# design 1

Design 1, sequential cells coloured by netlist name:
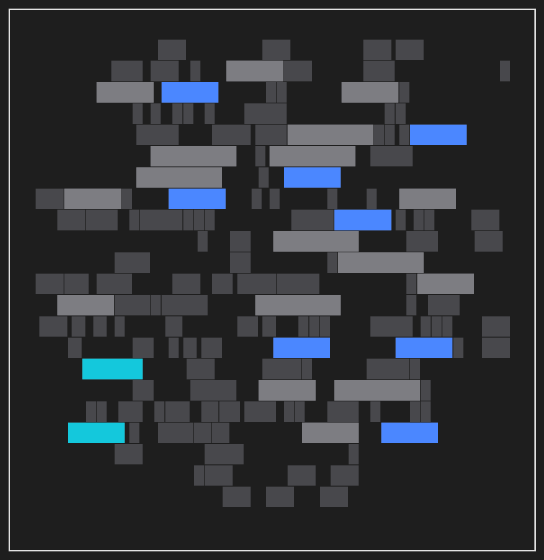

### src/rtl/fifo_reader_pkg.sv
// Shared constants for the FIFO stream reader: occupancy width, packet counter width, buffer depth.
// The optional m_tlast generation is enabled with the FIFO_READER_LAST_EN macro.
package fifo_reader_pkg;
  localparam int unsigned OCC_W     = 2;
  localparam int unsigned CNT_W     = 16;
  localparam int unsigned BUF_DEPTH = 3;
endpackage

### src/rtl/fifo_reader_buf.sv
// Three-entry ordered skid buffer with occupancy count; head word is always at entry 0.
// Used by fifo_stream_reader (FIFO_READER_LAST_EN has no effect here).
module fifo_reader_buf
  import fifo_reader_pkg::*;
#(
  parameter int unsigned DW = 8
) (
  input  logic             clk,
  input  logic             rst,
  input  logic             wr,
  input  logic [DW-1:0]    wdata,
  input  logic             rd,
  output logic [DW-1:0]    rdata,
  output logic [OCC_W-1:0] occ
);

  logic [DW-1:0]    mem_q [BUF_DEPTH];
  logic [DW-1:0]    mem_d [BUF_DEPTH];
  logic [OCC_W-1:0] occ_q, occ_d;
  logic [OCC_W-1:0] wr_idx;

  // Pop shifts the queue toward the head; the write lands after the last surviving entry.
  always_comb begin
    mem_d  = mem_q;
    occ_d  = occ_q;
    wr_idx = occ_q;
    if (rd && (occ_q != '0)) begin
      mem_d[0] = mem_q[1];
      mem_d[1] = mem_q[2];
      wr_idx   = occ_q - OCC_W'(1);
      occ_d    = wr_idx;
    end
    if (wr && (wr_idx < OCC_W'(BUF_DEPTH))) begin
      mem_d[wr_idx] = wdata;
      occ_d         = wr_idx + OCC_W'(1);
    end
  end

  always_ff @(posedge clk) begin
    if (rst) begin
      occ_q <= '0;
    end else begin
      occ_q <= occ_d;
    end
    mem_q <= mem_d;
  end

  assign rdata = mem_q[0];
  assign occ   = occ_q;

endmodule

### src/rtl/fifo_stream_reader.sv
// Drains a source FIFO read port into an AXI-Stream style master through a 3-word buffer.
// Define FIFO_READER_LAST_EN to generate m_tlast every PKT_LEN transfers; otherwise m_tlast is 0.
module fifo_stream_reader
  import fifo_reader_pkg::*;
#(
  parameter int unsigned DW      = 8,
  parameter int unsigned FWFT    = 0,
  parameter int unsigned PKT_LEN = 16
) (
  input  logic          clk,
  input  logic          rst,
  input  logic [DW-1:0] fifo_dout,
  input  logic          fifo_empty,
  output logic          fifo_re,
  output logic [DW-1:0] m_tdata,
  output logic          m_tvalid,
  input  logic          m_tready,
  output logic          m_tlast
);

  logic [OCC_W-1:0] occ;
  logic             infl_q, infl_d;
  logic             buf_wr;
  logic             xfer;

  assign xfer = m_tvalid && m_tready;

  // Pop only when the buffer can absorb every word already requested; m_tready is not involved.
  always_comb begin
    fifo_re = !fifo_empty && !rst && ((3'(occ) + 3'(infl_q)) <= 3'd2);
    infl_d  = (FWFT == 0) ? fifo_re : 1'b0;
    buf_wr  = (FWFT == 0) ? infl_q : fifo_re;
  end

  always_ff @(posedge clk) begin
    if (rst) begin
      infl_q <= 1'b0;
    end else begin
      infl_q <= infl_d;
    end
  end

  fifo_reader_buf #(.DW(DW)) u_buf (
    .clk   (clk),
    .rst   (rst),
    .wr    (buf_wr),
    .wdata (fifo_dout),
    .rd    (xfer),
    .rdata (m_tdata),
    .occ   (occ)
  );

  assign m_tvalid = (occ != '0);

`ifdef FIFO_READER_LAST_EN
  logic [CNT_W-1:0] cnt_q, cnt_d;
  logic             cnt_last;

  assign cnt_last = (cnt_q == CNT_W'(PKT_LEN - 1));

  always_comb begin
    cnt_d = cnt_q;
    if (xfer) begin
      cnt_d = cnt_last ? '0 : (cnt_q + CNT_W'(1));
    end
  end

  always_ff @(posedge clk) begin
    if (rst) begin
      cnt_q <= '0;
    end else begin
      cnt_q <= cnt_d;
    end
  end

  assign m_tlast = m_tvalid && cnt_last;
`else
  assign m_tlast = 1'b0;
`endif

endmodule

### config.mk
export PLATFORM = sky130hd
export DESIGN_NAME = fifo_stream_reader
export DESIGN_NICKNAME = d
export VERILOG_FILES = /design/src/rtl/fifo_reader_pkg.sv /design/src/rtl/fifo_reader_buf.sv /design/src/rtl/fifo_stream_reader.sv
export SDC_FILE = /design/constraint.sdc
export NUM_CORES = 1
export LEC_CHECK = 0
export CAP_MARGIN = 20
export CELL_PAD_IN_SITES_DETAIL_PLACEMENT = 0
export CELL_PAD_IN_SITES_GLOBAL_PLACEMENT = 1
export CORE_AREA = 3 3 64 66
export CTS_BUF_LIST = sky130_fd_sc_hd__clkbuf_4 sky130_fd_sc_hd__clkbuf_8
export CTS_CLUSTER_SIZE = 8
export DETAILED_ROUTE_END_ITERATION = 16
export DIE_AREA = 0 0 67 69
export PLACE_DENSITY_LB_ADDON = 0.25
export REMOVE_ABC_BUFFERS = 1
export SYNTH_ARGS = -nofsm -noshare
export SYNTH_HDL_FRONTEND = slang
export SYNTH_SLANG_ARGS = --single-unit
### constraint.sdc
create_clock -name clk -period 2 [get_ports clk]
set_input_delay 0.2 -clock clk [delete_from_list [all_inputs] [get_ports clk]]
set_output_delay 0.2 -clock clk [all_outputs]
set_load 0.02 [all_outputs]
# design 2

`src/rtl/powlib_pkg.sv`:
```
// Shared helpers for the powlib arbiter slice.
// Provides the source-index width derivation and the arbiter FSM state encoding.
package powlib_pkg;

  typedef enum logic {
    ARB = 1'b0,
    PKT = 1'b1
  } state_t;

  function automatic int clog2(input int n);
    int r;
    r = 0;
    while ((1 << r) < n) r++;
    return r;
  endfunction

  // A single requester still needs a 1-bit source field.
  function automatic int src_w(input int n);
    return (n > 1) ? clog2(n) : 1;
  endfunction

endpackage

```
`src/rtl/powlib_rrsel.sv`:
```
// Combinational rotating-priority selector: lowest requester at or after ptr wins, wrapping.
// Zero latency; no state and no backpressure of its own.
module powlib_rrsel
  import powlib_pkg::*;
#(
  parameter int N = 4
) (
  input  logic [N-1:0]          req,
  input  logic [src_w(N)-1:0]   ptr,
  output logic [N-1:0]          gnt,
  output logic [src_w(N)-1:0]   idx,
  output logic                  any
);

  localparam int SW = src_w(N);

  logic [2*N-1:0] w_req2;
  logic [2*N-1:0] w_mask;
  logic [2*N-1:0] w_hit;

  // Upper copy of the request vector stands in for requesters 0..ptr-1 after wrap.
  always_comb begin
    w_req2 = {req, req};
    w_mask = '0;
    for (int j = 0; j < 2 * N; j++) begin
      w_mask[j] = (j >= int'(ptr));
    end
    w_hit = w_req2 & w_mask;
  end

  always_comb begin
    gnt = '0;
    idx = '0;
    any = 1'b0;
    for (int j = 2 * N - 1; j >= 0; j--) begin
      if (w_hit[j]) begin
        any = 1'b1;
        idx = SW'((j >= N) ? j - N : j);
        gnt = '0;
        gnt[(j >= N) ? j - N : j] = 1'b1;
      end
    end
  end

endmodule

```
`src/rtl/powlib_rrarb.sv`:
```
// Round-robin arbiter feeding one registered output stage; packets keep ownership until last beat.
// One cycle from transfer to out_vld; in_rdy is withheld whenever the output register cannot load.
module powlib_rrarb
  import powlib_pkg::*;
#(
  parameter int N = 4,
  parameter int W = 16
) (
  input  logic                  clk,
  input  logic                  rst,
  input  logic [N*W-1:0]        in_dat,
  input  logic [N-1:0]          in_vld,
  input  logic [N-1:0]          in_lst,
  output logic [N-1:0]          in_rdy,
  output logic [W-1:0]          out_dat,
  output logic [src_w(N)-1:0]   out_src,
  output logic                  out_lst,
  output logic                  out_vld,
  input  logic                  out_rdy
);

  localparam int SW = src_w(N);

  state_t        r_state;
  state_t        w_state_nxt;
  logic [SW-1:0] r_ptr;
  logic [SW-1:0] w_ptr_nxt;
  logic [SW-1:0] r_own;
  logic [SW-1:0] w_own_nxt;

  logic [W-1:0]  r_dat;
  logic [SW-1:0] r_src;
  logic          r_lst;
  logic          r_vld;

  logic [N-1:0]  w_req;
  logic [N-1:0]  w_gnt;
  logic [SW-1:0] w_idx;
  logic [SW-1:0] w_idx_inc;
  logic          w_any;
  logic          w_ld;
  logic          w_xfer;
  logic [W-1:0]  w_dat;
  logic          w_lst;

  assign w_ld = !r_vld || out_rdy;

  // While a packet is open only the owner may be selected.
  always_comb begin
    w_req = in_vld;
    if (r_state == PKT) begin
      w_req        = '0;
      w_req[r_own] = in_vld[r_own];
    end
  end

  powlib_rrsel #(.N(N)) u_sel (
    .req (w_req),
    .ptr (r_ptr),
    .gnt (w_gnt),
    .idx (w_idx),
    .any (w_any)
  );

  assign w_xfer    = rst && w_ld && w_any;
  assign in_rdy    = w_xfer ? w_gnt : '0;
  assign w_idx_inc = (w_idx == SW'(N - 1)) ? '0 : w_idx + SW'(1);

  always_comb begin
    w_dat = '0;
    w_lst = 1'b0;
    for (int i = 0; i < N; i++) begin
      if (w_gnt[i]) begin
        w_dat = in_dat[i*W +: W];
        w_lst = in_lst[i];
      end
    end
  end

  always_comb begin
    w_state_nxt = r_state;
    w_ptr_nxt   = r_ptr;
    w_own_nxt   = r_own;
    if (w_xfer) begin
      if (!w_lst) begin
        w_state_nxt = PKT;
        w_own_nxt   = w_idx;
      end else begin
        w_state_nxt = ARB;
        w_ptr_nxt   = w_idx_inc;
      end
    end
  end

  always_ff @(posedge clk or negedge rst) begin
    if (!rst) begin
      r_state <= ARB;
      r_ptr   <= '0;
      r_own   <= '0;
    end else begin
      r_state <= w_state_nxt;
      r_ptr   <= w_ptr_nxt;
      r_own   <= w_own_nxt;
    end
  end

  always_ff @(posedge clk or negedge rst) begin
    if (!rst) begin
      r_vld <= 1'b0;
      r_dat <= '0;
      r_src <= '0;
      r_lst <= 1'b0;
    end else if (w_xfer) begin
      r_vld <= 1'b1;
      r_dat <= w_dat;
      r_src <= w_idx;
      r_lst <= w_lst;
    end else if (w_ld) begin
      r_vld <= 1'b0;
    end
  end

  assign out_dat = r_dat;
  assign out_src = r_src;
  assign out_lst = r_lst;
  assign out_vld = r_vld;

endmodule

```
`config.mk`:
```
export PLATFORM = sky130hd
export DESIGN_NAME = powlib_rrarb
export DESIGN_NICKNAME = d
export VERILOG_FILES = /design/src/rtl/powlib_pkg.sv /design/src/rtl/powlib_rrsel.sv /design/src/rtl/powlib_rrarb.sv
export SDC_FILE = /design/constraint.sdc
export NUM_CORES = 1
export LEC_CHECK = 0
export ABC_AREA = 1
export CAP_MARGIN = 40
export CORE_ASPECT_RATIO = 0.9
export CORE_MARGIN = 2
export CORE_UTILIZATION = 30
export DETAILED_ROUTE_END_ITERATION = 8
export HOLD_SLACK_MARGIN = 0.03
export MAX_ROUTING_LAYER = met4
export PLACE_DENSITY = 0.66
export SYNTH_ARGS = -nofsm -noshare
export SYNTH_HDL_FRONTEND = slang
export SYNTH_HIERARCHICAL = 1
export SYNTH_SLANG_ARGS = --single-unit
export TNS_END_PERCENT = 10
```
`constraint.sdc`:
```
create_clock -name clk -period 4 [get_ports clk]
set_clock_uncertainty 0.15 [all_clocks]
set_input_delay 0.4 -clock clk [delete_from_list [all_inputs] [get_ports clk]]
set_output_delay 0.4 -clock clk [all_outputs]
set_load 0.01 [all_outputs]
```
Design 1, congestion heat map:
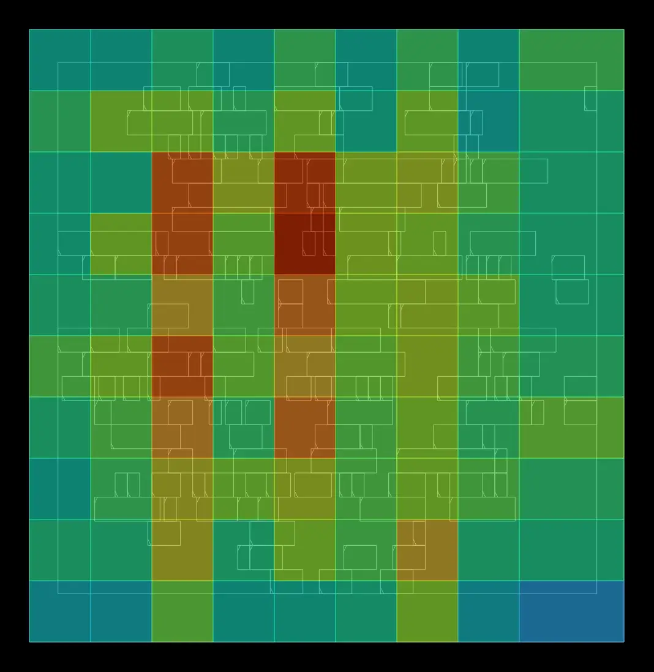
met3 usage: 2.44%
met1 Use GR: 14.4%
DR WL/cell: 11.8 microns
share of the core filled with cells: 44.3%
GR Layer Usage met2: 18.3%

Notes on 'sequential cells coloured by netlist name' of design 1 above:
- `u_buf.mem_q`: blue (sequential cells 8)
- `u_buf.occ`: cyan (sequential cells 2)
register cell area after layout: 622 sq um
Seq. pwr: 855 uW
Seq area share: 38.6%

==> run summary, design 1 <==
footprint of the multi-input gates = 602 sq um
Yosys Chip Area = 1330 sq um
Synth async-reset ratio = 0%
fin crit share = 93.1%
WL met1 = 1.11 mm
Most common cell on crit path = ha_1
ys flops = 27
sw power = 825 uW
DR vias/cell = 4.49
Die ar. = 4620 sq um
CTS tree = yes
Min-Delay Path Class = in -> reg
diodes inserted = 0
DRC = 0
Register-to-Register Path Depth = 6
fin crit period = 1.86 ns
first-pass iteration count of the detailed router = 4
AO/OA Area Share = 4.79%
initial antenna violation count = 0
Clock Tree Buf Depth = 2
clk sinks = 27
most frequent cells in the layout = nand2_1 (48), clkdlybuf4s50_1 (20), dfxtp_1 (18)
Synth area leader = dfxtp_1
VDD IR-drop max = 483 uV
Crit path largest cell delay = 0.38 ns
WL met2 = 1.15 mm
Place WS = 0.0517 ns
Critical Path Stages = 6
Worst-path clk slew = 0.09 ns
Seq pwr share = 36.9%
Setup Buffers After CTS = 0
Root Buffer = clkbuf_8
final hold violations = 0
Cells after DPL = 197
main flop type = dfxtp_1
part of the power in combinational logic = 49.8%
Final WS setup = 0.138 ns
pwr dens = 1440 nW/um^2
Yosys Instances = 134
Dominant combinational family = simple AND/OR/NAND/NOR gates
Hold WS = 0.497 ns
outcome = complete, no violations
Worst setup SP type = register
Buf+Inv Stages, Crit Path = 2
Syn Area/Cell = 9.93 sq um
Critical path destination = fifo_re
top cells by count = nand2_1 (48), dfxtp_1 (19), buf_4 (9)
# IOs = 23
Post-Synth XOR/XNOR Area = 0.658%
Final Wtd Congestion = 0.675
Cell Area, Placed = 1560 sq um
R2R setup slack = 0.15 ns
vias = 902
## design 1: cell type report
cell class / instances / share of cell area (%)
well taps: 48 / 3.73
clock inverters: 1 / 0.311
multi-input cells: 89 / 37.4
flip-flops and latches: 27 / 38.6
inverters: 5 / 1.17
clock buffers: 3 / 2.56
repair buffers: 28 / 16.2
## design 1: logic make-up after synthesis
| group | count (synthesis) |
|---|---|
| buf+inv | 18 |
| xor+xnor | 1 |
| simple gates | 61 |
| mux | 16 |
| flops | 27 |
| other cells | 1 |
| compound gates | 6 |
| fa+ha+maj | 4 |
Design 2, sizing map:
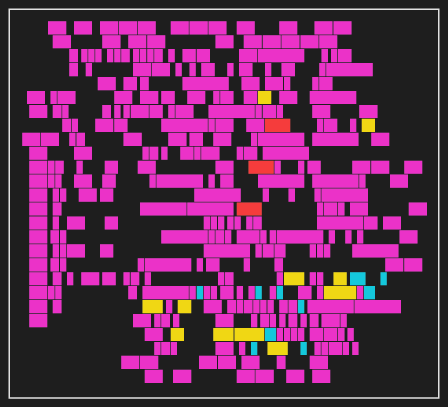
- x6 and larger: red (cells 3)
- x1 and smaller: magenta (cells 312)
- x2: cyan (cells 10)
- x3 and x4: yellow (cells 11)
Syn-to-layout area delta: 63.5%
bufs w/o clock: 102
Final WS setup: 0.729 ns
design area: 2790 sq um

==> run summary, design 2 <==
outcome = complete, no violations
fp_density = 30.5%
multi-input gates = 190
Yosys Chip Area = 1710 sq um
critical path's slowest cell = clkdlybuf4s50_1
Congestion Overflow GR = 0
Crit path largest cell delay = 0.62 ns
CP Cell Sequence = inv_1 > nand2_1 > a21boi_0 > inv_2 > nor3_4 > inv_2 > nand2_1 > nor2_1 > inv_2 > nor2_4 > clkdlybuf4s50_1
ys flops = 25
Buf+Inv Stages, Crit Path = 5
Synth Area in Adders = 0.733%
Syn Area/Cell = 7.11 sq um
Synth async-reset ratio = 100%
fmax = 306 MHz
DRC = 0
Register-to-Register Path Depth = 16
CTS tree = yes
final wirelength = 5.43 mm
Worst setup SP type = register
Die ar. = 6310 sq um
Root Buffer = clkbuf_8
share of the core filled with cells = 49.9%
Data buffer area share = 36.2%
total of max-cap violations = 0
critical path launch point = r_own[1]
die x size = 83.5 microns
number of routed nets with antenna violations = 0
DIE HEIGHT = 75.6 microns
clkbuf count = 3
HP Start = out_src[1]
synth warn = 6
# fillers = 563
Worst-path clk slew = 0.09 ns
critical path endpoint category = output port
total CTS buffers = 3
Final Power = 1640 uW
Tot GR Track Use = 16.9%
Layout Nets = 413
num sequential = 25
Setup violations, final = 0
setup TNS = 0 ns
vias = 1,886
Critical path destination = in_rdy[3]
register cell area after layout = 626 sq um
mapped cell area = 1710 sq um
R2R setup slack = 1.38 ns
main flop type = dfrtp_1
dominant kind of cell = buffers
clk sinks = 25
Commonest Layout Cell = nand2_1
Slew headroom = 63.9%
Worst Tran Pin Value = 0.537 ns
AO/OA Area Share = 22.2%
crit path DAT = 2.72 ns
pwr dens = 586 nW/um^2
Yosys Instances = 240
Tool Warnings = 26
Min-Delay Path Class = reg -> reg
Post-Synth XOR/XNOR Area = 0%
leak pwr = 0.00127 uW
final hold violations = 0
Most common cell on crit path = inv_2
# IOs = 99
Inverters, non-clock = 15
Final Wtd Congestion = 0.855
Place WS = 0.757 ns
hold path endpoint = out_src[1]
## design 2: flip-flops by register name (all words and copies together) (netlist names)
register,count
out_lst,1
out_src,2
r_ptr,2
r_own,2
out_dat,16
r_state,1
out_vld,1
## design 2: metal layers
layer  vias up  part of all wire, %  track usage, %
met5         -                    0               -
met4         0                 0.55            3.41
met3         4                  3.8            1.84
met2        63                   48            27.2
met1       839                   48            23.6
li1        980                    -               -
## design 2: where the power goes
group | leakage [uW] | internal (uW) | switching [uW] | total, uW
Clock | 0.0000217 | 70.5 | 80.6 | 151
Sequential | 0.000316 | 361 | 80.0 | 441
Combinational | 0.000935 | 465 | 579 | 1040


==> gallery <==
Cells coloured by class.
panel A
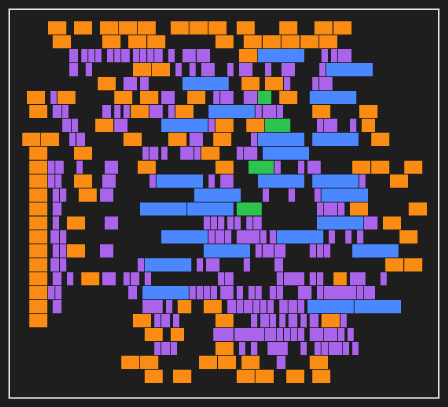
panel B
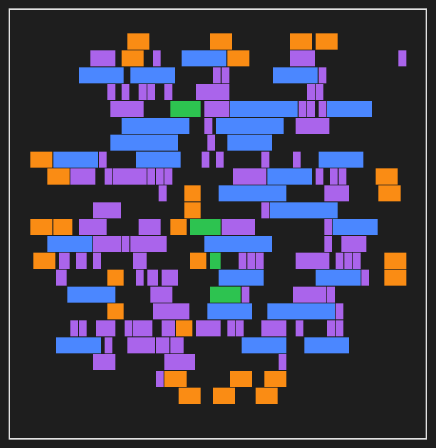
Of these, most cells: panel A
Panel A comes from design 2.
Panel B comes from design 1.

Key to panel A:
- registers: blue (cells 25; share of their area 23%)
- clock drivers and dummy loads: green (cells 4; share of their area 1.8%)
- remaining logic cells: purple (cells 205; share of their area 38%)
- remaining buffers and delay cells: orange (cells 102; share of their area 37%)

Power is estimated from default activity; no workload was simulated.
